# stream_upsizer_flat

**stream_upsizer_flat: sequential cells grouped by signal name**

Bar = 50 µm.
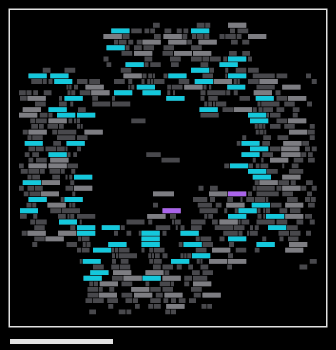

### src/rtl/stream_upsizer_if.sv
// Narrow-in / wide-out stream bundle for the width up-converter.
// slave is the converter's view; master is the driving/consuming environment.
interface stream_upsizer_if #(
  parameter int DATA_WIDTH = 32,
  parameter int RATIO      = 2
);
  logic                          in_valid;
  logic                          in_ready;
  logic [DATA_WIDTH-1:0]         in_data;
  logic                          in_last;
  logic                          out_valid;
  logic                          out_ready;
  logic [DATA_WIDTH*RATIO-1:0]   out_data;
  logic [RATIO-1:0]              out_keep;
  logic                          out_last;

  modport slave (
    input  in_valid, in_data, in_last, out_ready,
    output in_ready, out_valid, out_data, out_keep, out_last
  );

  modport master (
    output in_valid, in_data, in_last, out_ready,
    input  in_ready, out_valid, out_data, out_keep, out_last
  );
endinterface

### src/rtl/stream_upsizer.sv
// Packs RATIO narrow beats into one wide word, little-endian lanes; in_last
// closes a word early and the keep mask marks which lanes carry data.
module stream_upsizer #(
  parameter int DATA_WIDTH = 32,
  parameter int RATIO      = 2
) (
  input  logic             clk,
  input  logic             rst_n,
  stream_upsizer_if.slave  bus
);
  localparam int IDX_W = $clog2(RATIO);
  localparam int OUT_W = DATA_WIDTH * RATIO;

  logic [IDX_W-1:0] idx_reg;
  logic [OUT_W-1:0] acc_data_reg;
  logic [RATIO-1:0] acc_keep_reg;

  logic             out_valid_reg;
  logic [OUT_W-1:0] out_data_reg;
  logic [RATIO-1:0] out_keep_reg;
  logic             out_last_reg;

  logic [OUT_W-1:0] out_data_next;
  logic [RATIO-1:0] out_keep_next;
  logic             in_ready_int;
  logic             beat_fire;
  logic             word_done;

  // A held word may be replaced on the same edge it drains, so only
  // a stalled output blocks the input side.
  assign in_ready_int = !out_valid_reg || bus.out_ready;
  assign beat_fire    = bus.in_valid && in_ready_int;
  assign word_done    = beat_fire && ((idx_reg == IDX_W'(RATIO - 1)) || bus.in_last);

  // Accumulator contents with the incoming beat merged into lane idx.
  for (genvar gi = 0; gi < RATIO; gi++) begin : g_lane
    logic lane_hit;
    assign lane_hit = (idx_reg == IDX_W'(gi));
    assign out_data_next[gi*DATA_WIDTH +: DATA_WIDTH] =
      lane_hit ? bus.in_data : acc_data_reg[gi*DATA_WIDTH +: DATA_WIDTH];
    assign out_keep_next[gi] = lane_hit | acc_keep_reg[gi];
  end

  always_ff @(posedge clk or negedge rst_n) begin
    if (!rst_n) begin
      idx_reg      <= '0;
      acc_data_reg <= '0;
      acc_keep_reg <= '0;
    end else if (beat_fire) begin
      if (word_done) begin
        idx_reg      <= '0;
        acc_data_reg <= '0;
        acc_keep_reg <= '0;
      end else begin
        idx_reg      <= idx_reg + IDX_W'(1);
        acc_data_reg <= out_data_next;
        acc_keep_reg <= out_keep_next;
      end
    end
  end

  always_ff @(posedge clk or negedge rst_n) begin
    if (!rst_n) begin
      out_valid_reg <= 1'b0;
      out_data_reg  <= '0;
      out_keep_reg  <= '0;
      out_last_reg  <= 1'b0;
    end else if (word_done) begin
      out_valid_reg <= 1'b1;
      out_data_reg  <= out_data_next;
      out_keep_reg  <= out_keep_next;
      out_last_reg  <= bus.in_last;
    end else if (bus.out_ready) begin
      out_valid_reg <= 1'b0;
    end
  end

  assign bus.in_ready  = in_ready_int;
  assign bus.out_valid = out_valid_reg;
  assign bus.out_data  = out_data_reg;
  assign bus.out_keep  = out_keep_reg;
  assign bus.out_last  = out_last_reg;
endmodule

### src/flat_wrapper.sv
// flat-port wrapper written by rule: the top's interface ports become plain ports
module stream_upsizer_flat 
#(
  parameter int DATA_WIDTH = 32,
  parameter int RATIO      = 2
)
  (clk, rst_n, bus_in_valid, bus_in_data, bus_in_last, bus_out_ready, bus_in_ready, bus_out_valid, bus_out_data, bus_out_keep, bus_out_last);
  stream_upsizer_if #(.DATA_WIDTH(DATA_WIDTH), .RATIO(RATIO)) bus_i ();
  input  logic clk;
  input  logic rst_n;
  input wire logic [$bits(bus_i.in_valid)-1:0] bus_in_valid;
  input wire logic [$bits(bus_i.in_data)-1:0] bus_in_data;
  input wire logic [$bits(bus_i.in_last)-1:0] bus_in_last;
  input wire logic [$bits(bus_i.out_ready)-1:0] bus_out_ready;
  output wire logic [$bits(bus_i.in_ready)-1:0] bus_in_ready;
  output wire logic [$bits(bus_i.out_valid)-1:0] bus_out_valid;
  output wire logic [$bits(bus_i.out_data)-1:0] bus_out_data;
  output wire logic [$bits(bus_i.out_keep)-1:0] bus_out_keep;
  output wire logic [$bits(bus_i.out_last)-1:0] bus_out_last;
  assign bus_i.in_valid = bus_in_valid;
  assign bus_i.in_data = bus_in_data;
  assign bus_i.in_last = bus_in_last;
  assign bus_i.out_ready = bus_out_ready;
  assign bus_in_ready = bus_i.in_ready;
  assign bus_out_valid = bus_i.out_valid;
  assign bus_out_data = bus_i.out_data;
  assign bus_out_keep = bus_i.out_keep;
  assign bus_out_last = bus_i.out_last;
  stream_upsizer #(.DATA_WIDTH(DATA_WIDTH), .RATIO(RATIO)) u_core (.clk(clk), .rst_n(rst_n), .bus(bus_i));
endmodule
### config.mk
export PLATFORM = sky130hd
export DESIGN_NAME = stream_upsizer_flat
export DESIGN_NICKNAME = d
export VERILOG_FILES = /design/src/rtl/stream_upsizer_if.sv /design/src/rtl/stream_upsizer.sv /design/src/flat_wrapper.sv
export SDC_FILE = /design/constraint.sdc
export NUM_CORES = 1
export LEC_CHECK = 0
export CORE_MARGIN = 4
export CORE_UTILIZATION = 30
export DETAILED_ROUTE_END_ITERATION = 8
export GPL_ROUTABILITY_DRIVEN = 0
export GPL_TIMING_DRIVEN = 1
export HOLD_SLACK_MARGIN = 0.02
export PLACE_DENSITY = 0.6
export SETUP_SLACK_MARGIN = 0.15
export SYNTH_ARGS = -nofsm -noshare
export SYNTH_HDL_FRONTEND = slang
export SYNTH_SLANG_ARGS = --single-unit
### constraint.sdc
create_clock -name clk -period 2 [get_ports clk]
set_input_delay 0.2 -clock clk [delete_from_list [all_inputs] [get_ports clk]]
set_output_delay 0.2 -clock clk [all_outputs]
set_load 0.1 [all_outputs]
# midori_share_codec

$ cat src/rtl/midori_share_codec.sv
// Mask/unmask front end for the 3-share masked Midori S-box: splits plain nibbles into Boolean
// shares, feeds PRNG randomness, recycles rs, and recombines the delayed output shares.
module midori_share_codec #(
  parameter int LATENCY = 3,
  parameter int WARMUP  = 2
) (
  input  logic        clk,
  input  logic        rst,
  input  logic        seed_load,
  input  logic [63:0] seed,
  input  logic        in_valid,
  output logic        in_ready,
  input  logic [3:0]  in_data,
  output logic [3:0]  sb_in1,
  output logic [3:0]  sb_in2,
  output logic [3:0]  sb_in3,
  output logic [44:0] sb_r,
  output logic [5:0]  sb_rs_in,
  input  logic [5:0]  sb_rs_out,
  input  logic [3:0]  sb_out1,
  input  logic [3:0]  sb_out2,
  input  logic [3:0]  sb_out3,
  output logic        out_valid,
  output logic [3:0]  out_data
);
  typedef enum logic [1:0] {ST_UNSEEDED, ST_WARM, ST_RUN} state_t;

  localparam logic [63:0] TAPS   = 64'hD800_0000_0000_0000;
  localparam logic [7:0]  WARM_N = 8'(WARMUP);

  state_t             state;
  logic [63:0]        prng;
  logic [7:0]         warm_cnt;
  logic [LATENCY-1:0] vld_sr;
  logic [5:0]         rs_reg;
  logic [3:0]         m1, m2;
  logic               accept;
  logic               unused_prng;

  // 64 Galois steps per clock so consecutive cycles see non-overlapping mask material
  function automatic logic [63:0] lfsr64(input logic [63:0] s);
    logic [63:0] v;
    v = s;
    for (int i = 0; i < 64; i++)
      v = v[0] ? ((v >> 1) ^ TAPS) : (v >> 1);
    return v;
  endfunction

  always_ff @(posedge clk) begin
    if (rst) begin
      state    <= ST_UNSEEDED;
      prng     <= 64'h1;
      warm_cnt <= '0;
      vld_sr   <= '0;
      rs_reg   <= '0;
    end else if (seed_load) begin
      prng     <= (seed == 64'h0) ? 64'h1 : seed;
      state    <= (WARMUP == 0) ? ST_RUN : ST_WARM;
      warm_cnt <= '0;
      vld_sr   <= '0;
      rs_reg   <= '0;
    end else begin
      vld_sr <= LATENCY'({vld_sr, accept});
      if (state != ST_UNSEEDED) begin
        prng   <= lfsr64(prng);
        rs_reg <= sb_rs_out;
      end
      if (state == ST_WARM) begin
        warm_cnt <= warm_cnt + 8'd1;
        if (warm_cnt + 8'd1 >= WARM_N) state <= ST_RUN;
      end
    end
  end

  assign in_ready = (state == ST_RUN);
  assign accept   = in_valid & in_ready;
  assign m1       = prng[3:0];
  assign m2       = prng[7:4];
  assign sb_r     = prng[52:8];
  assign unused_prng = ^prng[63:53];

  // Idle cycles present fresh shares of zero rather than stale data
  assign sb_in1   = m1;
  assign sb_in2   = m2;
  assign sb_in3   = m1 ^ m2 ^ (accept ? in_data : 4'h0);
  assign sb_rs_in = rs_reg;

  assign out_valid = vld_sr[LATENCY-1];
  assign out_data  = out_valid ? (sb_out1 ^ sb_out2 ^ sb_out3) : 4'h0;
endmodule

$ cat config.mk
export PLATFORM = sky130hd
export DESIGN_NAME = midori_share_codec
export DESIGN_NICKNAME = d
export VERILOG_FILES = /design/src/rtl/midori_share_codec.sv
export SDC_FILE = /design/constraint.sdc
export NUM_CORES = 1
export LEC_CHECK = 0
export ABC_AREA = 1
export CORE_MARGIN = 1.5
export CORE_UTILIZATION = 45
export DETAILED_ROUTE_END_ITERATION = 10
export GPL_TIMING_DRIVEN = 0
export PLACE_DENSITY = 0.74
export SYNTH_ARGS = -nofsm -noshare
export SYNTH_HDL_FRONTEND = slang
export SYNTH_SLANG_ARGS = --single-unit
$ cat constraint.sdc
create_clock -name clk -period 4.2 [get_ports clk]
set_clock_uncertainty 0.15 [all_clocks]
set_input_delay 0.84 -clock clk [delete_from_list [all_inputs] [get_ports clk]]
set_output_delay 0.84 -clock clk [all_outputs]
set_load 0.01 [all_outputs]

## Gallery

M2 wires.
panel A
Bar = 20 µm.
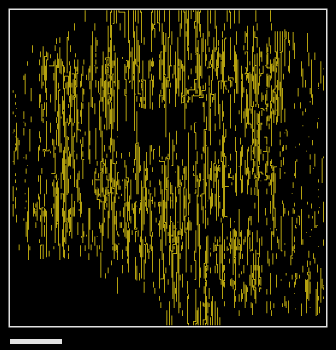
panel B
Bar = 50 µm.
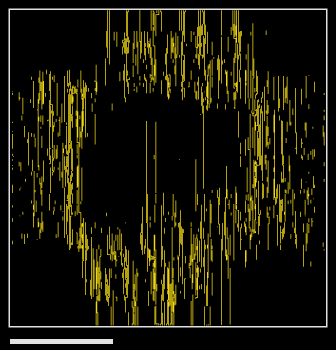
panel A -> midori_share_codec
panel B -> stream_upsizer_flat

Key to panel A:
The layer holds 44% of the routed length. The longest straight run is 44.7 µm. 880 nets have wire on it. The layer carries 7060 µm of wire.

**midori_share_codec: sequential cells grouped by signal name**

Bar = 20 µm.
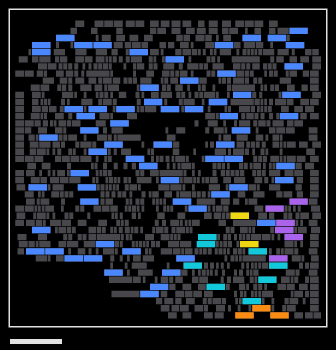
Key: `vld_sr` = orange [placed flops 3]; `state` = yellow [placed flops 2]; `prng` = blue [placed flops 64, where widely spread]; `sb_rs_in` = purple [placed flops 6]; `warm_cnt` = cyan [placed flops 8]
Sequential Area: 0.00166 mm²
Final Util: 62.4%

==> flow_metrics.tcl, midori_share_codec <==
# metrics dict for downstream scripts
set metrics [dict create \
    wire_per_inst_um 13.3 \
    hold_depth 2 \
    p_int_mw 2.02 \
    ys_cells 854 \
    core_mm2 0.0134 \
    use_met1_pct 30.2 \
    drt_iter0_markers 547 \
    comb_area_mm2 0.00357 \
    min_to "vld_sr[2]$_SDFF_PP0_" \
    seq-power_mw 1.00 \
    use_met2_pct 34.1 \
    die_w_um 121 \
    muxShareOfSynthArea_pct 0 \
    via_per_inst 5.02 \
    flop_cell "dfxtp_1" \
    grt_usage_pct 21.7 \
    leakagePower_nw 3.72 \
    syn_nets 946 \
    wl_met1_um 7540 \
    syn-cell-area_mm2 0.00625 \
    finalCritPeriodShare_pct 78.2 \
    cts_resized 0 \
    top_usage_layer "met2" \
    critical_path_class "in2out" \
    p_per_area_mw_per_mm2 373 \
    r2r_end "prng[19]$_SDFFE_PP0P_" \
    nNetsFinal 1114 \
    status "completed" \
    grt_pass1_vias 5275 \
    start_kind "primary input" \
    powerClk_mw 0.875 \
    power.total_mw 3.12 \
    dp.cells 1187 \
    floorplan.rows 42 \
    yosysSeqAreaShare_pct 26.6 \
    most_common_cell "nand2_1" \
    fin_crit_ps 3280 \
    clock_latency_ps 350 \
    wl_met2_um 7060 \
    ys_chip_area_mm2 0.00625 \
]
midori_share_codec: critical path: cells and delay by family:
kind,cells,cell delay (ps)
xor+xnor,1,190
simple gates,1,140
buf+inv,2,1130
midori_share_codec: through the flow:
step	hold WS, ps	worst slack (ps)
2_1_floorplan	244	1910
4_1_cts	263	913
3_5_place_dp	254	913
6_report	259	917
3_3_place_gp	245	912
5_1_grt	278	806
midori_share_codec: state kept, by name, summed over array words and instances, names as in the netlist:
register	flops
state	2
vld_sr	3
sb_rs_in	6
warm_cnt	8
prng	64
**stream_upsizer_flat: track usage over the die**

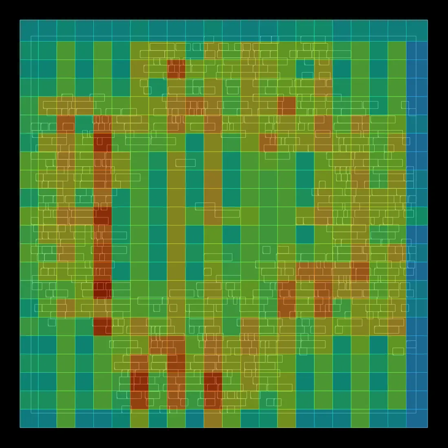
Final Util: 39.2%
Total GRT Usage: 12.1%
M2 GR Usage: 19.7%
met3 usage: 3.48%
gr busiest metal: met2

About 'sequential cells grouped by signal name' of stream_upsizer_flat:
Key: `u_core.bus.out_keep` = purple [placed flops 2]; `u_core.acc_data_reg` = cyan [placed flops 64]
Another 69 sequential cells are not colored.

==> flow_metrics.tcl, stream_upsizer_flat <==
# metrics dict for downstream scripts
set metrics [dict create \
    final_cell_area_mm2 0.00801 \
    drive_above_1_share_pct 40.8 \
    fillCellCount 1945 \
    dpl_worst_slack_ps 210 \
    hold_start "bus_in_valid" \
    cts_sinks 135 \
    core_mm2 0.0204 \
    adder_share_pct 0 \
    clock.fmax_ghz 0.595 \
    cts_tree "yes" \
    io_buffers 105 \
    worst_ep_arrival_time_ps 1480 \
    maxPowerGroup "combinational logic" \
    hold_slack_ps 310 \
    warnings 26 \
    nNetsFinal 585 \
    stdcell_count 831 \
    muxShareOfSynthArea_pct 28.5 \
    wl_um 13600 \
    power.switching_mw 5.46 \
    seq-power_mw 3.57 \
    worstSetupEndpoint "bus_in_ready" \
    status "completed" \
    powerClk_mw 3.08 \
    yosysTopAreaCell "dfrtp_1" \
    synthTopCellsByArea "dfrtp_1 (54%), mux2_4 (22%), mux2_1 (4.3%), and2_1 (3.4%), nand4_1 (3.2%)" \
    fp_util_pct 30.8 \
    worst_slew_pin_slew_ps 560 \
    antenna_left 0 \
    final_cell_mix "dfrtp_1 (133), mux2_4 (91), buf_4 (77), inv_1 (34), clkdlybuf4s50_1 (34)" \
    yosysSeqAreaShare_pct 53.6 \
    cp_slowest_cell "dfrtp_2" \
    slew_viol_final 0 \
]
## stream_upsizer_flat: metal layers
metal	track usage [%]	share of wire (%)	vias to the layer above
li1	-	-	1750
met1	15.3	47	1910
met2	19.7	48	83
met3	3.48	3.8	18
met4	4.33	1.3	0
met5	0	0	-
## stream_upsizer_flat: cell type report
| class | instances | area share [%] |
|---|---|---|
| Sequential cell | 135 | 42.3 |
| Timing Repair Buffer | 122 | 13.8 |
| Tap cell | 270 | 4.22 |
| Clock buffer | 20 | 5.70 |
| Clock inverter | 12 | 1.59 |
| Inverter | 34 | 1.59 |
| Multi-Input combinational cell | 238 | 30.8 |

# hazard_controller

**hazard_controller: sequential cells grouped by signal name**

Bar = 20 µm.
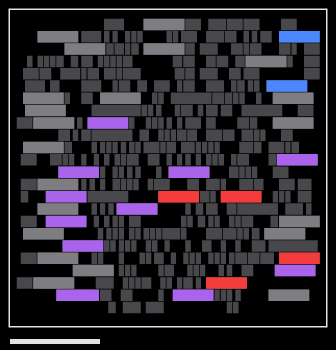

[src/rtl/hazard_controller.sv]
// Hazard and sequencing controller for the 16-bit 5-stage CPU: stalls, bubbles,
// IFID flush, EX forward selects and the halt drain, driven by an EX/MEM/WB scoreboard.
module hazard_controller #(
  parameter int NREG         = 16,
  parameter int DRAIN_CYCLES = 3
) (
  input  logic                     clk,
  input  logic                     rst,
  input  logic                     id_valid,
  input  logic [$clog2(NREG)-1:0]  src1_id,
  input  logic [$clog2(NREG)-1:0]  src2_id,
  input  logic                     src1_en,
  input  logic                     src2_en,
  input  logic [$clog2(NREG)-1:0]  dest_id,
  input  logic                     dest_en,
  input  logic                     dest2_en,
  input  logic                     load_id,
  input  logic                     branch_id,
  input  logic                     taken_id,
  input  logic                     halt_id,
  output logic                     stall_pc,
  output logic                     stall_ifid,
  output logic                     bubble_idex,
  output logic                     flush_ifid,
  output logic [1:0]               fwd1_sel,
  output logic [1:0]               fwd2_sel,
  output logic                     halted
);

  localparam int RW = $clog2(NREG);
  localparam int CW = (DRAIN_CYCLES > 1) ? $clog2(DRAIN_CYCLES) : 1;

  localparam logic [1:0] ST_RUN    = 2'd0;
  localparam logic [1:0] ST_DRAIN  = 2'd1;
  localparam logic [1:0] ST_HALTED = 2'd2;

  typedef struct packed {
    logic          valid;
    logic [RW-1:0] dest;
    logic          dest_en;
    logic [RW-1:0] dest2;
    logic          dest2_en;
  } sb_entry_t;

  sb_entry_t       ex_reg, mem_reg, ex_next;
  logic            ex_load_reg;
  logic            wb_valid_reg, wb_dest2_en_reg;
  logic [RW-1:0]   wb_dest2_reg;

  logic [1:0]      state_reg, state_next;
  logic [CW-1:0]   cnt_reg, cnt_next;
  logic            halted_reg;
  logic [1:0][1:0] fwd_reg, fwd_calc;

  logic [1:0][RW-1:0] src;
  logic [1:0]         src_en;
  logic [1:0]         hz_src;
  logic               hazard, run, advance, halt_acc, stall_all;

  assign src[0]    = src1_id;
  assign src[1]    = src2_id;
  assign src_en[0] = src1_en;
  assign src_en[1] = src2_en;

  genvar gi;
  generate
    for (gi = 0; gi < 2; gi++) begin : g_src
      logic act, ex_d, ex_d2, mem_d, mem_d2, wb_d2;
      assign act    = id_valid & src_en[gi];
      assign ex_d   = act & ex_reg.valid  & ex_reg.dest_en   & (ex_reg.dest   == src[gi]);
      assign ex_d2  = act & ex_reg.valid  & ex_reg.dest2_en  & (ex_reg.dest2  == src[gi]);
      assign mem_d  = act & mem_reg.valid & mem_reg.dest_en  & (mem_reg.dest  == src[gi]);
      assign mem_d2 = act & mem_reg.valid & mem_reg.dest2_en & (mem_reg.dest2 == src[gi]);
      assign wb_d2  = act & wb_valid_reg  & wb_dest2_en_reg  & (wb_dest2_reg  == src[gi]);

      assign hz_src[gi] = (ex_d & ex_load_reg) | ex_d2 | mem_d2 |
                          (branch_id & (ex_d | ex_d2 | mem_d | mem_d2));

      // Upper halves bypass the write-through port, so a WB dest2 producer still forwards 11.
      assign fwd_calc[gi] = ex_d            ? 2'b01 :
                            mem_d           ? 2'b10 :
                            (mem_d2 | wb_d2) ? 2'b11 : 2'b00;
    end
  endgenerate

  always_comb begin
    hazard    = |hz_src;
    run       = (state_reg == ST_RUN);
    advance   = run & id_valid & ~hazard & ~rst;
    halt_acc  = advance & halt_id;
    stall_all = run ? hazard : 1'b1;
  end

  assign stall_pc    = stall_all;
  assign stall_ifid  = stall_all;
  assign bubble_idex = stall_all;
  // Halt takes priority over a taken branch in the same cycle.
  assign flush_ifid  = advance & taken_id & ~halt_id;
  assign fwd1_sel    = fwd_reg[0];
  assign fwd2_sel    = fwd_reg[1];
  assign halted      = halted_reg;

  always_comb begin
    ex_next.valid    = advance;
    ex_next.dest     = dest_id;
    ex_next.dest_en  = dest_en;
    ex_next.dest2    = src2_id;
    ex_next.dest2_en = dest2_en;
  end

  always_comb begin
    state_next = state_reg;
    cnt_next   = cnt_reg;
    case (state_reg)
      ST_RUN: begin
        if (halt_acc) begin
          state_next = ST_DRAIN;
          cnt_next   = CW'(DRAIN_CYCLES - 1);
        end
      end
      ST_DRAIN: begin
        if (cnt_reg == '0) state_next = ST_HALTED;
        else               cnt_next   = cnt_reg - CW'(1);
      end
      ST_HALTED: state_next = ST_HALTED;
      default:   state_next = ST_RUN;
    endcase
  end

  always_ff @(posedge clk or posedge rst) begin
    if (rst) begin
      ex_reg          <= '0;
      mem_reg         <= '0;
      ex_load_reg     <= 1'b0;
      wb_valid_reg    <= 1'b0;
      wb_dest2_en_reg <= 1'b0;
      wb_dest2_reg    <= '0;
      state_reg       <= ST_RUN;
      cnt_reg         <= '0;
      halted_reg      <= 1'b0;
      fwd_reg         <= '0;
    end else begin
      ex_reg          <= ex_next;
      ex_load_reg     <= advance & load_id;
      mem_reg         <= ex_reg;
      wb_valid_reg    <= mem_reg.valid;
      wb_dest2_en_reg <= mem_reg.dest2_en;
      wb_dest2_reg    <= mem_reg.dest2;
      state_reg       <= state_next;
      cnt_reg         <= cnt_next;
      // One extra edge after entering HALTED lets the WB retirement complete.
      halted_reg      <= (state_reg == ST_HALTED);
      fwd_reg         <= advance ? fwd_calc : '0;
    end
  end

endmodule

[config.mk]
export PLATFORM = sky130hd
export DESIGN_NAME = hazard_controller
export DESIGN_NICKNAME = d
export VERILOG_FILES = /design/src/rtl/hazard_controller.sv
export SDC_FILE = /design/constraint.sdc
export NUM_CORES = 1
export LEC_CHECK = 0
export ABC_AREA = 1
export CAP_MARGIN = 20
export CORE_UTILIZATION = 45
export CTS_BUF_LIST = sky130_fd_sc_hd__clkbuf_16
export DETAILED_ROUTE_END_ITERATION = 10
export HOLD_SLACK_MARGIN = 0.1
export PLACE_DENSITY_LB_ADDON = 0.05
export SLEW_MARGIN = 30
export SYNTH_ARGS = -nofsm -noshare
export SYNTH_HDL_FRONTEND = slang
export SYNTH_SLANG_ARGS = --single-unit
[constraint.sdc]
create_clock -name clk -period 2 [get_ports clk]
set_input_delay 0.4 -clock clk [delete_from_list [all_inputs] [get_ports clk]]
set_output_delay 0.4 -clock clk [all_outputs]
set_load 0.02 [all_outputs]
# instruction_fetch

--- src/rtl/core_defs.sv ---
// Shared definitions for the MIPS-subset core front end: opcodes,
// fetch FSM encoding and the reset PC.
package core_defs;

  localparam logic [5:0] OP_ALU  = 6'd0;
  localparam logic [5:0] OP_J    = 6'd2;
  localparam logic [5:0] OP_BEQ  = 6'd4;
  localparam logic [5:0] OP_ADDI = 6'd8;
  localparam logic [5:0] OP_LW   = 6'd35;
  localparam logic [5:0] OP_SW   = 6'd43;
  localparam logic [5:0] OP_HALT = 6'd63;

  localparam logic [31:0] RESET_PC_DEFAULT = 32'h0000_0000;

  typedef enum logic [1:0] {
    ST_FETCH  = 2'd0,
    ST_WAIT   = 2'd1,
    ST_DECODE = 2'd2,
    ST_HALTED = 2'd3
  } fetch_state_t;

  // Sequential PC; wraps modulo 2^32.
  function automatic logic [31:0] pc_plus4(input logic [31:0] pc);
    return pc + 32'd4;
  endfunction

endpackage

--- src/rtl/next_pc_calc.sv ---
// Combinational next-PC selection for the fetch unit.
// Priority: halt > j > (beq & zero) > sequential.
module next_pc_calc
  import core_defs::*;
(
  input  logic [31:0] pc,
  input  logic [25:0] ir_field,
  input  logic        j,
  input  logic        beq,
  input  logic        halt,
  input  logic        zero,
  output logic [31:0] next_pc,
  output logic        go_halt
);

  logic [31:0] w_pc4;
  logic [31:0] w_jtarget;
  logic [31:0] w_boff;
  logic [31:0] w_btarget;

  assign w_pc4     = pc_plus4(pc);
  assign w_jtarget = {w_pc4[31:28], ir_field, 2'b00};
  assign w_boff    = {{14{ir_field[15]}}, ir_field[15:0], 2'b00};
  assign w_btarget = w_pc4 + w_boff;

  always_comb begin
    go_halt = 1'b0;
    next_pc = w_pc4;
    if (halt) begin
      go_halt = 1'b1;
      next_pc = pc;
    end else if (j) begin
      next_pc = w_jtarget;
    end else if (beq && zero) begin
      next_pc = w_btarget;
    end
  end

endmodule

--- src/rtl/instruction_fetch.sv ---
// Fetch front end: issues word reads, latches the IR, hands the opcode to
// the control decoder and sequences the PC from its j/beq/halt result.
module instruction_fetch
  import core_defs::*;
#(
  parameter logic [31:0] RESET_PC = RESET_PC_DEFAULT
) (
  input  logic        clk,
  input  logic        reset,
  output logic        imem_req,
  output logic [31:0] imem_addr,
  input  logic        imem_valid,
  input  logic [31:0] imem_rdata,
  output logic [5:0]  instruction,
  output logic [31:0] instr_word,
  output logic        instr_valid,
  output logic [31:0] pc,
  input  logic        j,
  input  logic        beq,
  input  logic        halt,
  input  logic        zero,
  input  logic        stall,
  output logic        halted
);

  fetch_state_t r_state;
  logic [31:0]  r_pc;
  logic [31:0]  r_ir;
  logic [31:0]  w_next_pc;
  logic         w_go_halt;

  next_pc_calc u_next_pc (
    .pc       (r_pc),
    .ir_field (r_ir[25:0]),
    .j        (j),
    .beq      (beq),
    .halt     (halt),
    .zero     (zero),
    .next_pc  (w_next_pc),
    .go_halt  (w_go_halt)
  );

  always_ff @(posedge clk or posedge reset) begin
    if (reset) begin
      r_state <= ST_FETCH;
      r_pc    <= RESET_PC;
      r_ir    <= 32'd0;
    end else begin
      case (r_state)
        ST_FETCH: r_state <= ST_WAIT;
        ST_WAIT: begin
          // Responses are only accepted here, so stale data is dropped.
          if (imem_valid) begin
            r_ir    <= imem_rdata;
            r_state <= ST_DECODE;
          end
        end
        ST_DECODE: begin
          if (!stall) begin
            if (w_go_halt) begin
              r_state <= ST_HALTED;
            end else begin
              r_pc    <= w_next_pc;
              r_state <= ST_FETCH;
            end
          end
        end
        default: r_state <= ST_HALTED;
      endcase
    end
  end

  // Request is held low while reset is asserted even though the state is FETCH.
  assign imem_req    = (r_state == ST_FETCH) && !reset;
  assign imem_addr   = r_pc;
  assign pc          = r_pc;
  assign instruction = r_ir[31:26];
  assign instr_word  = r_ir;
  assign instr_valid = (r_state == ST_DECODE);
  assign halted      = (r_state == ST_HALTED);

endmodule

--- config.mk ---
export PLATFORM = sky130hd
export DESIGN_NAME = instruction_fetch
export DESIGN_NICKNAME = d
export VERILOG_FILES = /design/src/rtl/core_defs.sv /design/src/rtl/next_pc_calc.sv /design/src/rtl/instruction_fetch.sv
export SDC_FILE = /design/constraint.sdc
export NUM_CORES = 1
export LEC_CHECK = 0
export CORE_ASPECT_RATIO = 1.2
export CORE_MARGIN = 3
export CORE_UTILIZATION = 50
export DETAILED_ROUTE_END_ITERATION = 7
export PLACE_DENSITY = 0.83
export SYNTH_ARGS = -nofsm -noshare
export SYNTH_HDL_FRONTEND = slang
export SYNTH_SLANG_ARGS = --single-unit
--- constraint.sdc ---
create_clock -name clk -period 4.05 [get_ports clk]
set_clock_uncertainty 0.2 [all_clocks]
set_input_delay 1.215 -clock clk [delete_from_list [all_inputs] [get_ports clk]]
set_output_delay 1.215 -clock clk [all_outputs]
set_load 0.01 [all_outputs]
# level_play_sequencer

$ cat src/rtl/level_play_sequencer_pkg.sv
// Shared constants for the level/direction sequencer.
// Direction codes match the keypad decoder.
package level_play_sequencer_pkg;

  typedef logic [1:0] state_t;

  localparam state_t ST_IDLE = 2'd0;
  localparam state_t ST_LOAD = 2'd1;
  localparam state_t ST_PLAY = 2'd2;
  localparam state_t ST_DONE = 2'd3;

  localparam logic [7:0] REST_CODE = 8'd0;
  localparam logic [7:0] DIR_UP    = 8'd1;
  localparam logic [7:0] DIR_DOWN  = 8'd2;
  localparam logic [7:0] DIR_LEFT  = 8'd3;
  localparam logic [7:0] DIR_RIGHT = 8'd4;

endpackage

$ cat src/rtl/level_play_sequencer_dir_fifo.sv
// Small synchronous FIFO buffering player directions.
// clr empties it without touching stored data.
module dir_fifo #(
  parameter int W     = 8,
  parameter int DEPTH = 4
) (
  input  logic                       clk,
  input  logic                       rst,
  input  logic                       clr,
  input  logic                       push,
  input  logic                       pop,
  input  logic [W-1:0]               din,
  output logic [W-1:0]               dout,
  output logic                       full,
  output logic                       empty,
  output logic [$clog2(DEPTH):0]     count
);

  localparam int AW = $clog2(DEPTH);

  logic [W-1:0]  mem [DEPTH];
  logic [AW-1:0] wr_ptr;
  logic [AW-1:0] rd_ptr;
  logic [AW:0]   cnt;

  assign dout  = mem[rd_ptr];
  assign full  = (cnt == (AW+1)'(DEPTH));
  assign empty = (cnt == '0);
  assign count = cnt;

  // pointer and occupancy tracking
  always_ff @(posedge clk or posedge rst) begin
    if (rst) begin
      wr_ptr <= '0;
      rd_ptr <= '0;
      cnt    <= '0;
    end else if (clr) begin
      wr_ptr <= '0;
      rd_ptr <= '0;
      cnt    <= '0;
    end else begin
      if (push) wr_ptr <= wr_ptr + AW'(1);
      if (pop)  rd_ptr <= rd_ptr + AW'(1);
      unique case ({push, pop})
        2'b10:   cnt <= cnt + (AW+1)'(1);
        2'b01:   cnt <= cnt - (AW+1)'(1);
        default: cnt <= cnt;
      endcase
    end
  end

  // data storage, no reset needed
  always_ff @(posedge clk) begin
    if (push) mem[wr_ptr] <= din;
  end

endmodule

$ cat src/rtl/level_play_sequencer.sv
// Loads a level chart, then judges buffered directions
// against it on each beat and keeps the score.
module level_play_sequencer
  import level_play_sequencer_pkg::*;
#(
  parameter int DATA_W     = 8,
  parameter int LVL_DEPTH  = 16,
  parameter int FIFO_DEPTH = 4
) (
  input  logic                           clk,
  input  logic                           rst,
  input  logic                           start,
  input  logic                           lvl_valid,
  input  logic [DATA_W-1:0]              lvl_data,
  input  logic                           lvl_last,
  output logic                           lvl_ready,
  input  logic                           dir_valid,
  input  logic [DATA_W-1:0]              dir_data,
  output logic                           dir_ready,
  input  logic                           step_tick,
  output logic                           out_valid,
  output logic [DATA_W-1:0]              out_expected,
  output logic [DATA_W-1:0]              out_actual,
  output logic                           out_match,
  output logic [$clog2(LVL_DEPTH+1)-1:0] score,
  output logic [$clog2(LVL_DEPTH+1)-1:0] step_idx,
  output logic                           busy,
  output logic                           done
);

  localparam int CW = $clog2(LVL_DEPTH+1);
  localparam int AW = $clog2(LVL_DEPTH);
  localparam int FC = $clog2(FIFO_DEPTH) + 1;

  state_t            state;
  logic [CW-1:0]     lvl_count;
  logic [DATA_W-1:0] mem [LVL_DEPTH];

  logic              f_full;
  logic              f_empty;
  logic [DATA_W-1:0] f_head;
  logic [FC-1:0]     f_count;

  logic              in_play;
  logic              can_start;
  logic              lvl_acc;
  logic              dir_acc;
  logic              tick;
  logic              pop;
  logic              load_end;
  logic              last_step;
  logic [DATA_W-1:0] expect_code;
  logic [DATA_W-1:0] judged;
  logic              hit;

  assign in_play   = (state == ST_PLAY);
  assign can_start = start &
                     ((state == ST_IDLE) |
                      (state == ST_DONE));
  assign lvl_ready = (state == ST_LOAD);
  assign dir_ready = in_play & ~f_full;
  assign busy      = (state == ST_LOAD) | in_play;
  assign done      = (state == ST_DONE);

  assign lvl_acc   = lvl_valid & lvl_ready;
  assign dir_acc   = dir_valid & dir_ready;
  assign tick      = step_tick & in_play;
  assign pop       = tick & ~f_empty;

  assign load_end  = lvl_last |
                     (lvl_count == CW'(LVL_DEPTH-1));
  assign last_step = (step_idx == lvl_count - CW'(1));

  assign expect_code = mem[step_idx[AW-1:0]];
  assign judged      = f_empty ? DATA_W'(REST_CODE)
                               : f_head;
  assign hit         = (expect_code == judged);

  dir_fifo #(
    .W     (DATA_W),
    .DEPTH (FIFO_DEPTH)
  ) u_fifo (
    .clk   (clk),
    .rst   (rst),
    .clr   (can_start),
    .push  (dir_acc),
    .pop   (pop),
    .din   (dir_data),
    .dout  (f_head),
    .full  (f_full),
    .empty (f_empty),
    .count (f_count)
  );

  // phase sequencing, judging and scoring
  always_ff @(posedge clk or posedge rst) begin
    if (rst) begin
      state        <= ST_IDLE;
      lvl_count    <= '0;
      step_idx     <= '0;
      score        <= '0;
      out_valid    <= 1'b0;
      out_expected <= '0;
      out_actual   <= '0;
      out_match    <= 1'b0;
    end else begin
      out_valid <= 1'b0;
      unique case (state)
        ST_IDLE, ST_DONE: begin
          if (start) begin
            state     <= ST_LOAD;
            lvl_count <= '0;
            step_idx  <= '0;
            score     <= '0;
          end
        end
        ST_LOAD: begin
          if (lvl_acc) begin
            lvl_count <= lvl_count + CW'(1);
            if (load_end) state <= ST_PLAY;
          end
        end
        ST_PLAY: begin
          if (tick) begin
            out_valid    <= 1'b1;
            out_expected <= expect_code;
            out_actual   <= judged;
            out_match    <= hit;
            score        <= score + CW'(hit);
            step_idx     <= step_idx + CW'(1);
            if (last_step) state <= ST_DONE;
          end
        end
        default: state <= ST_IDLE;
      endcase
    end
  end

  // level chart storage
  always_ff @(posedge clk) begin
    if (lvl_acc) mem[lvl_count[AW-1:0]] <= lvl_data;
  end

  logic unused_ok;
  assign unused_ok = ^f_count;

endmodule
$ cat config.mk
export PLATFORM = sky130hd
export DESIGN_NAME = level_play_sequencer
export DESIGN_NICKNAME = d
export VERILOG_FILES = /design/src/rtl/level_play_sequencer_pkg.sv /design/src/rtl/level_play_sequencer_dir_fifo.sv /design/src/rtl/level_play_sequencer.sv
export SDC_FILE = /design/constraint.sdc
export NUM_CORES = 1
export LEC_CHECK = 0
export CAP_MARGIN = 20
export CORE_AREA = 8 8 99 190
export DETAILED_ROUTE_END_ITERATION = 12
export DIE_AREA = 0 0 107 198
export PLACE_DENSITY = 0.84
export SLEW_MARGIN = 15
export SYNTH_ARGS = -nofsm -noshare
export SYNTH_HDL_FRONTEND = slang
export SYNTH_HIERARCHICAL = 1
export SYNTH_SLANG_ARGS = --single-unit
$ cat constraint.sdc
create_clock -name clk -period 4.5 [get_ports clk]
set_input_delay 0.9 -clock clk [delete_from_list [all_inputs] [get_ports clk]]
set_output_delay 0.9 -clock clk [all_outputs]
set_load 0.03 [all_outputs]
**instruction_fetch: M2 wires**

Bar = 20 µm.
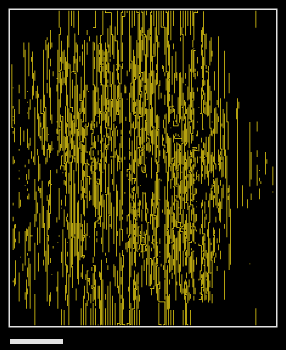
The layer carries 8000 µm of wire. The wires run mostly vertical. The layer holds 49% of the routed length.
Post-Route WL: 16300 µm
M2 GR Usage: 44.4%
Via Count: 5258

==> flow_metrics.tcl, instruction_fetch <==
# metrics dict for downstream scripts
set metrics [dict create \
    fp_util_pct 52.5 \
    yosys-top-cells-count "dfrtp_1 (64), nand2_1 (62), o21ai_0 (46)" \
    seq-power_mw 1.37 \
    r2r_end "imem_addr[24]$_DFFE_PP0P_" \
    wl_met1_um 6410 \
    lay_top_count "clkdlybuf4s50_1" \
    setup_ws_ps 136 \
    fin_crit_ps 3910 \
    syn-cell-area_mm2 0.00539 \
    crit_chain "and4_1, and3_2, and2_2, nand3_1, xnor2_2, ha_1, a21o_1, a21o_1, a21o_1, a21o_1, a211o_1, a21oi_2, xor2_1, a211oi_1, a21o_1" \
    wl_met3_um 1260 \
    io_buffers 140 \
    hold_violations 0 \
    status "completed" \
    cp.required_ps 4080 \
    critical_path_depth 15 \
    final_cell_mix "clkdlybuf4s50_1 (140), dfrtp_1 (63), nand2_1 (62), o21ai_0 (43), a21oi_1 (41)" \
    final_cell_area_mm2 0.00714 \
    grt_usage_pct 27.2 \
    finalCritPeriodShare_pct 96.6 \
    p_per_area_mw_per_mm2 883 \
    dpl_worst_slack_ps -4.87 \
    dp.cells 843 \
    root_buffer "clkbuf_16" \
    firstDrtPassIters 6 \
    via_per_inst 6.12 \
    syn_avg_cell_area_um2 8.69 \
]
## instruction_fetch: layout make-up
cell class | instances | share of cell area (%)
Clock inverter | 5 | 1.21
Sequential cell | 64 | 22.5
Timing Repair Buffer | 163 | 22.2
Tap cell | 126 | 2.21
Clock buffer | 11 | 3.54
Inverter | 10 | 0.526
Multi-Input combinational cell | 480 | 47.8
## instruction_fetch: what timing repair did
item / in CTS / in global routing
gates resized: 5 / 15
endpoints found under the setup margin: 5 / 12
buffers inserted: 0 / 0
pin swaps: 0 / 1
## instruction_fetch: state kept, by name, indices dropped and copies added, names as in the netlist
signal and cells:
instr_word 32, imem_addr 30, r_state 2
**hazard_controller: the metal 3 layer**

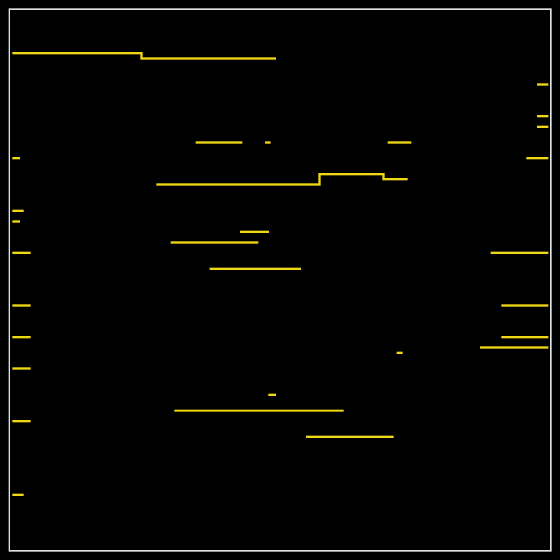
26 nets have wire on it. The layer holds 3.9% of the routed length. The wires run mostly horizontal. The layer carries 184 µm of wire. The longest straight run is 21.6 µm.
Via Count: 1861
Post-Route WL: 4720 µm

About 'sequential cells grouped by signal name' of hazard_controller:
Key: `mem_reg` = purple [placed flops 11]; `fwd1_sel` = blue [placed flops 2]; `wb_dest2_reg` = red [placed flops 4]
Another 21 sequential cells are not colored.
P_seq: 0.914 mW
Seq/total area: 32.7%
Final Util: 66.4%
Sequential Area: 952 µm²

==> flow_metrics.tcl, hazard_controller <==
# metrics dict for downstream scripts
set metrics [dict create \
    fin_crit_ps 2150 \
    sh_comb_area_pct 34.3 \
    start_kind "flop" \
    fp_util_pct 47.2 \
    nNetsFinal 378 \
    comb_area_um2 998 \
    ys_sh_aoi_pct 2.24 \
    crit_chain "inv_1, nand2_1, nand2_1, nor2_1, nand3_1, nand2_1, nor2_2, nand2_2, nor2_4, nand2_2, inv_2, nand2_1, nor2_1, buf_4" \
    core_mm2 0.00438 \
    cts_hold_buf 0 \
    yosysTopAreaCell "dfrtp_1" \
    status "finished, violations left" \
    most_common_cell "nand2_1" \
    hold_depth 1 \
    signal_buffer_area_fraction_pct 19.2 \
    antenna_found_initial 0 \
    violations "setup timing" \
    inverters 37 \
    adder_share_pct 3.02 \
    fin_setup_tns_ps -417 \
    grt_pass1_wl_um 8090 \
    leakagePower_nw 1.54 \
    r2r_end "cnt_reg[1]$_DFFE_PP0P_" \
    netlist_instances 280 \
    cp.required_ps 1600 \
    antenna_cells 0 \
    hold_class "in2reg" \
    lay_top_count "nand2_1" \
    cts_setup_buffers 4 \
    finalSetupViolCount 4 \
    ioPinCount 32 \
    synthXorXnorAreaFrac_pct 1.69 \
    power.total_mw 2.83 \
    setup_ws_ps -149 \
    slew-limit-headroom_pct 67.2 \
    syn-cell-area_mm2 0.00207 \
    grt_pass1_vias 1768 \
]
## hazard_controller: where the power goes
group          switching, mW  internal (mW)
clock                  0.303          0.716
sequential            0.0565          0.857
combinational          0.477          0.420
total                  0.836           1.99
## hazard_controller: per-layer routing
metal / vias to the layer above / routed length (µm)
met3: 6 / 184
met2: 36 / 2060
met4: 0 / 66
met1: 832 / 2400
met5: - / 0
li1: 987 / -
## hazard_controller: critical path: cells and delay by family, from the launching register on
kind                   cells  cell delay (ps)
and+or+nand+nor           11              800
DFF                        1              410
buffers and inverters      3              280
**level_play_sequencer: the metal 3 layer**

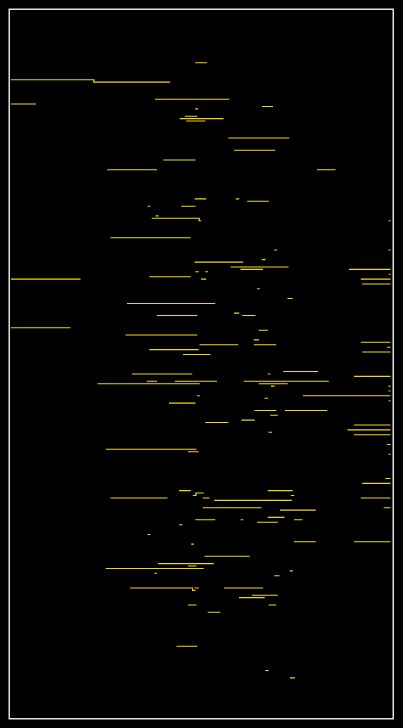
79 nets have wire on it. The longest straight run is 28.3 µm. The layer holds 4.7% of the routed length. The wires run mostly horizontal.

==> flow_metrics.tcl, level_play_sequencer <==
# metrics dict for downstream scripts
set metrics [dict create \
    final.clkbuf_count 19 \
    p_per_area_mw_per_mm2 544 \
    r2r_end "score[1]$_DFFE_PP0P_" \
    hold_violations 0 \
    largest_reg_flops 128 \
    comb_area_mm2 0.00270 \
    hpwl_um 13900 \
    max-vdd-ir-drop_mv 0.223 \
    grtUsageMet3_pct 2.67 \
    max_flop_register "mem" \
    p_int_mw 3.72 \
    rsz0062_at_grt "false" \
    critical_path_depth 10 \
    status "completed" \
    seq_area_mm2 0.00586 \
    worst_ep_arrival_time_ps 4230 \
    synthDistinctLibCells 56 \
    cts_resized 0 \
    rrSetupSlack_ps 630 \
    synthXorXnorAreaFrac_pct 1.89 \
]
[level_play_sequencer: through the flow]
| step | instances | setup slack, ps | util [%] | power (mW) | cell area [µm²] |
|---|---|---|---|---|---|
| finish | 821 | 629 | 61.9 | 5.48 | 10100 |
| global route | 821 | 503 | 61.9 | 5.70 | 10100 |
| CTS | 821 | 670 | 61.9 | 5.50 | 10100 |
| detailed placement | 792 | 754 | 58.4 | 3.99 | 9500 |
| global placement | 792 | 867 | 58.4 | 3.92 | 9500 |
| floorplan | 546 | 1140 | - | 3.46 | 8720 |


==> gallery <==
Track usage over the die.
shot_01.png
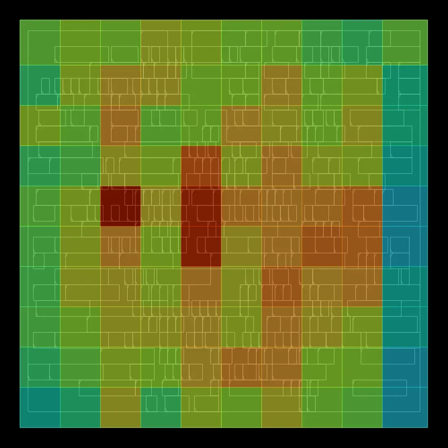
shot_02.png
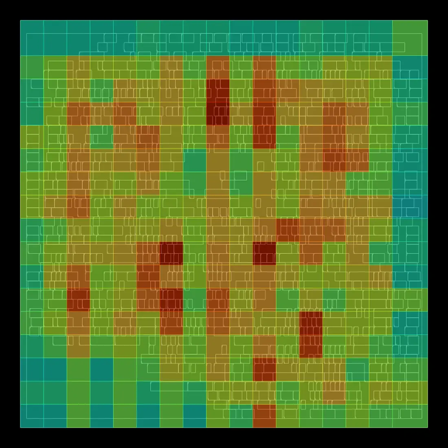
shot_03.png
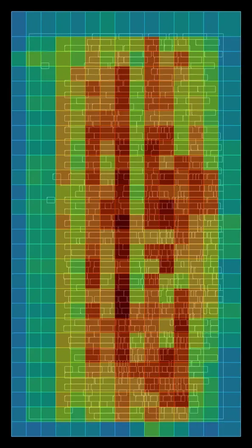
shot_04.png
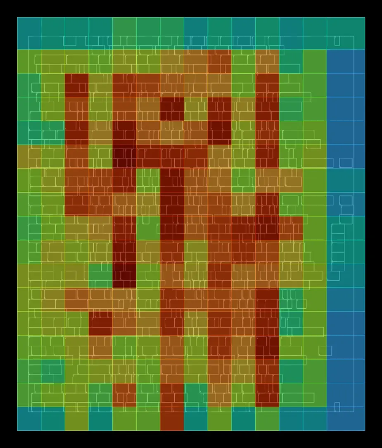
- most wire per cell: shot_03.png
- highest track usage: shot_04.png
shot_02.png comes from midori_share_codec.
shot_04.png comes from instruction_fetch.
shot_03.png comes from level_play_sequencer.
shot_01.png comes from hazard_controller.


==> layout pictures side by side <==
The metal 3 layer.
image #1
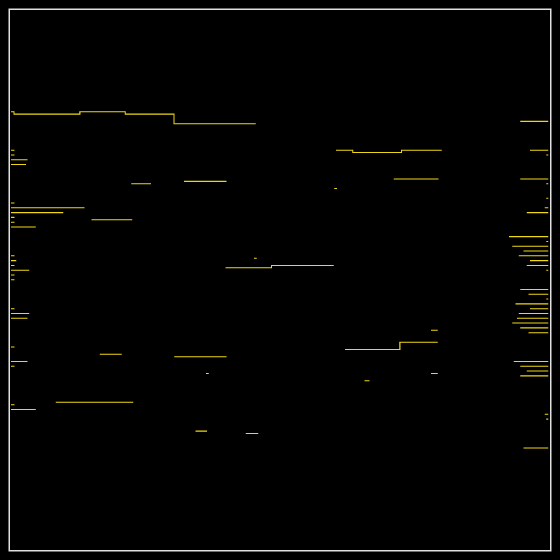
image #2
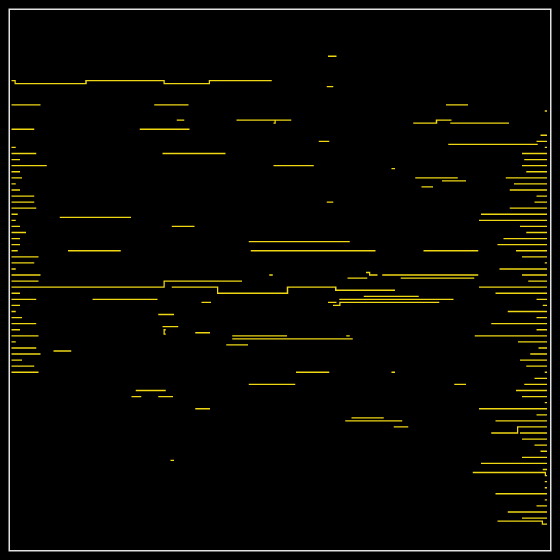
image #3
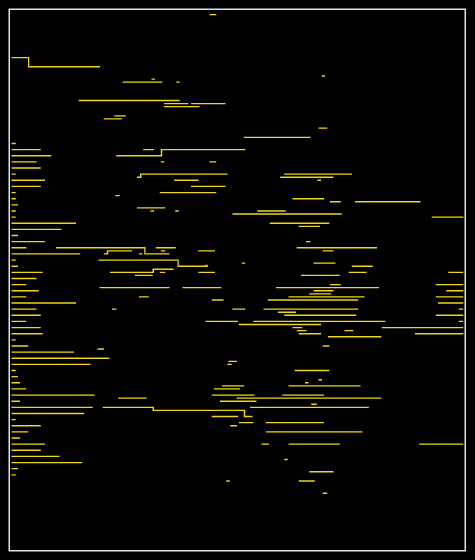
For stream_upsizer_flat, see image #1.
For midori_share_codec, see image #2.
For instruction_fetch, see image #3.

Key to image #1:
The wires run mostly horizontal. 62 nets have wire on it. The layer carries 521 µm of wire. The layer holds 3.8% of the routed length.

No activity file was given, so power comes from the tool's default toggle rates.
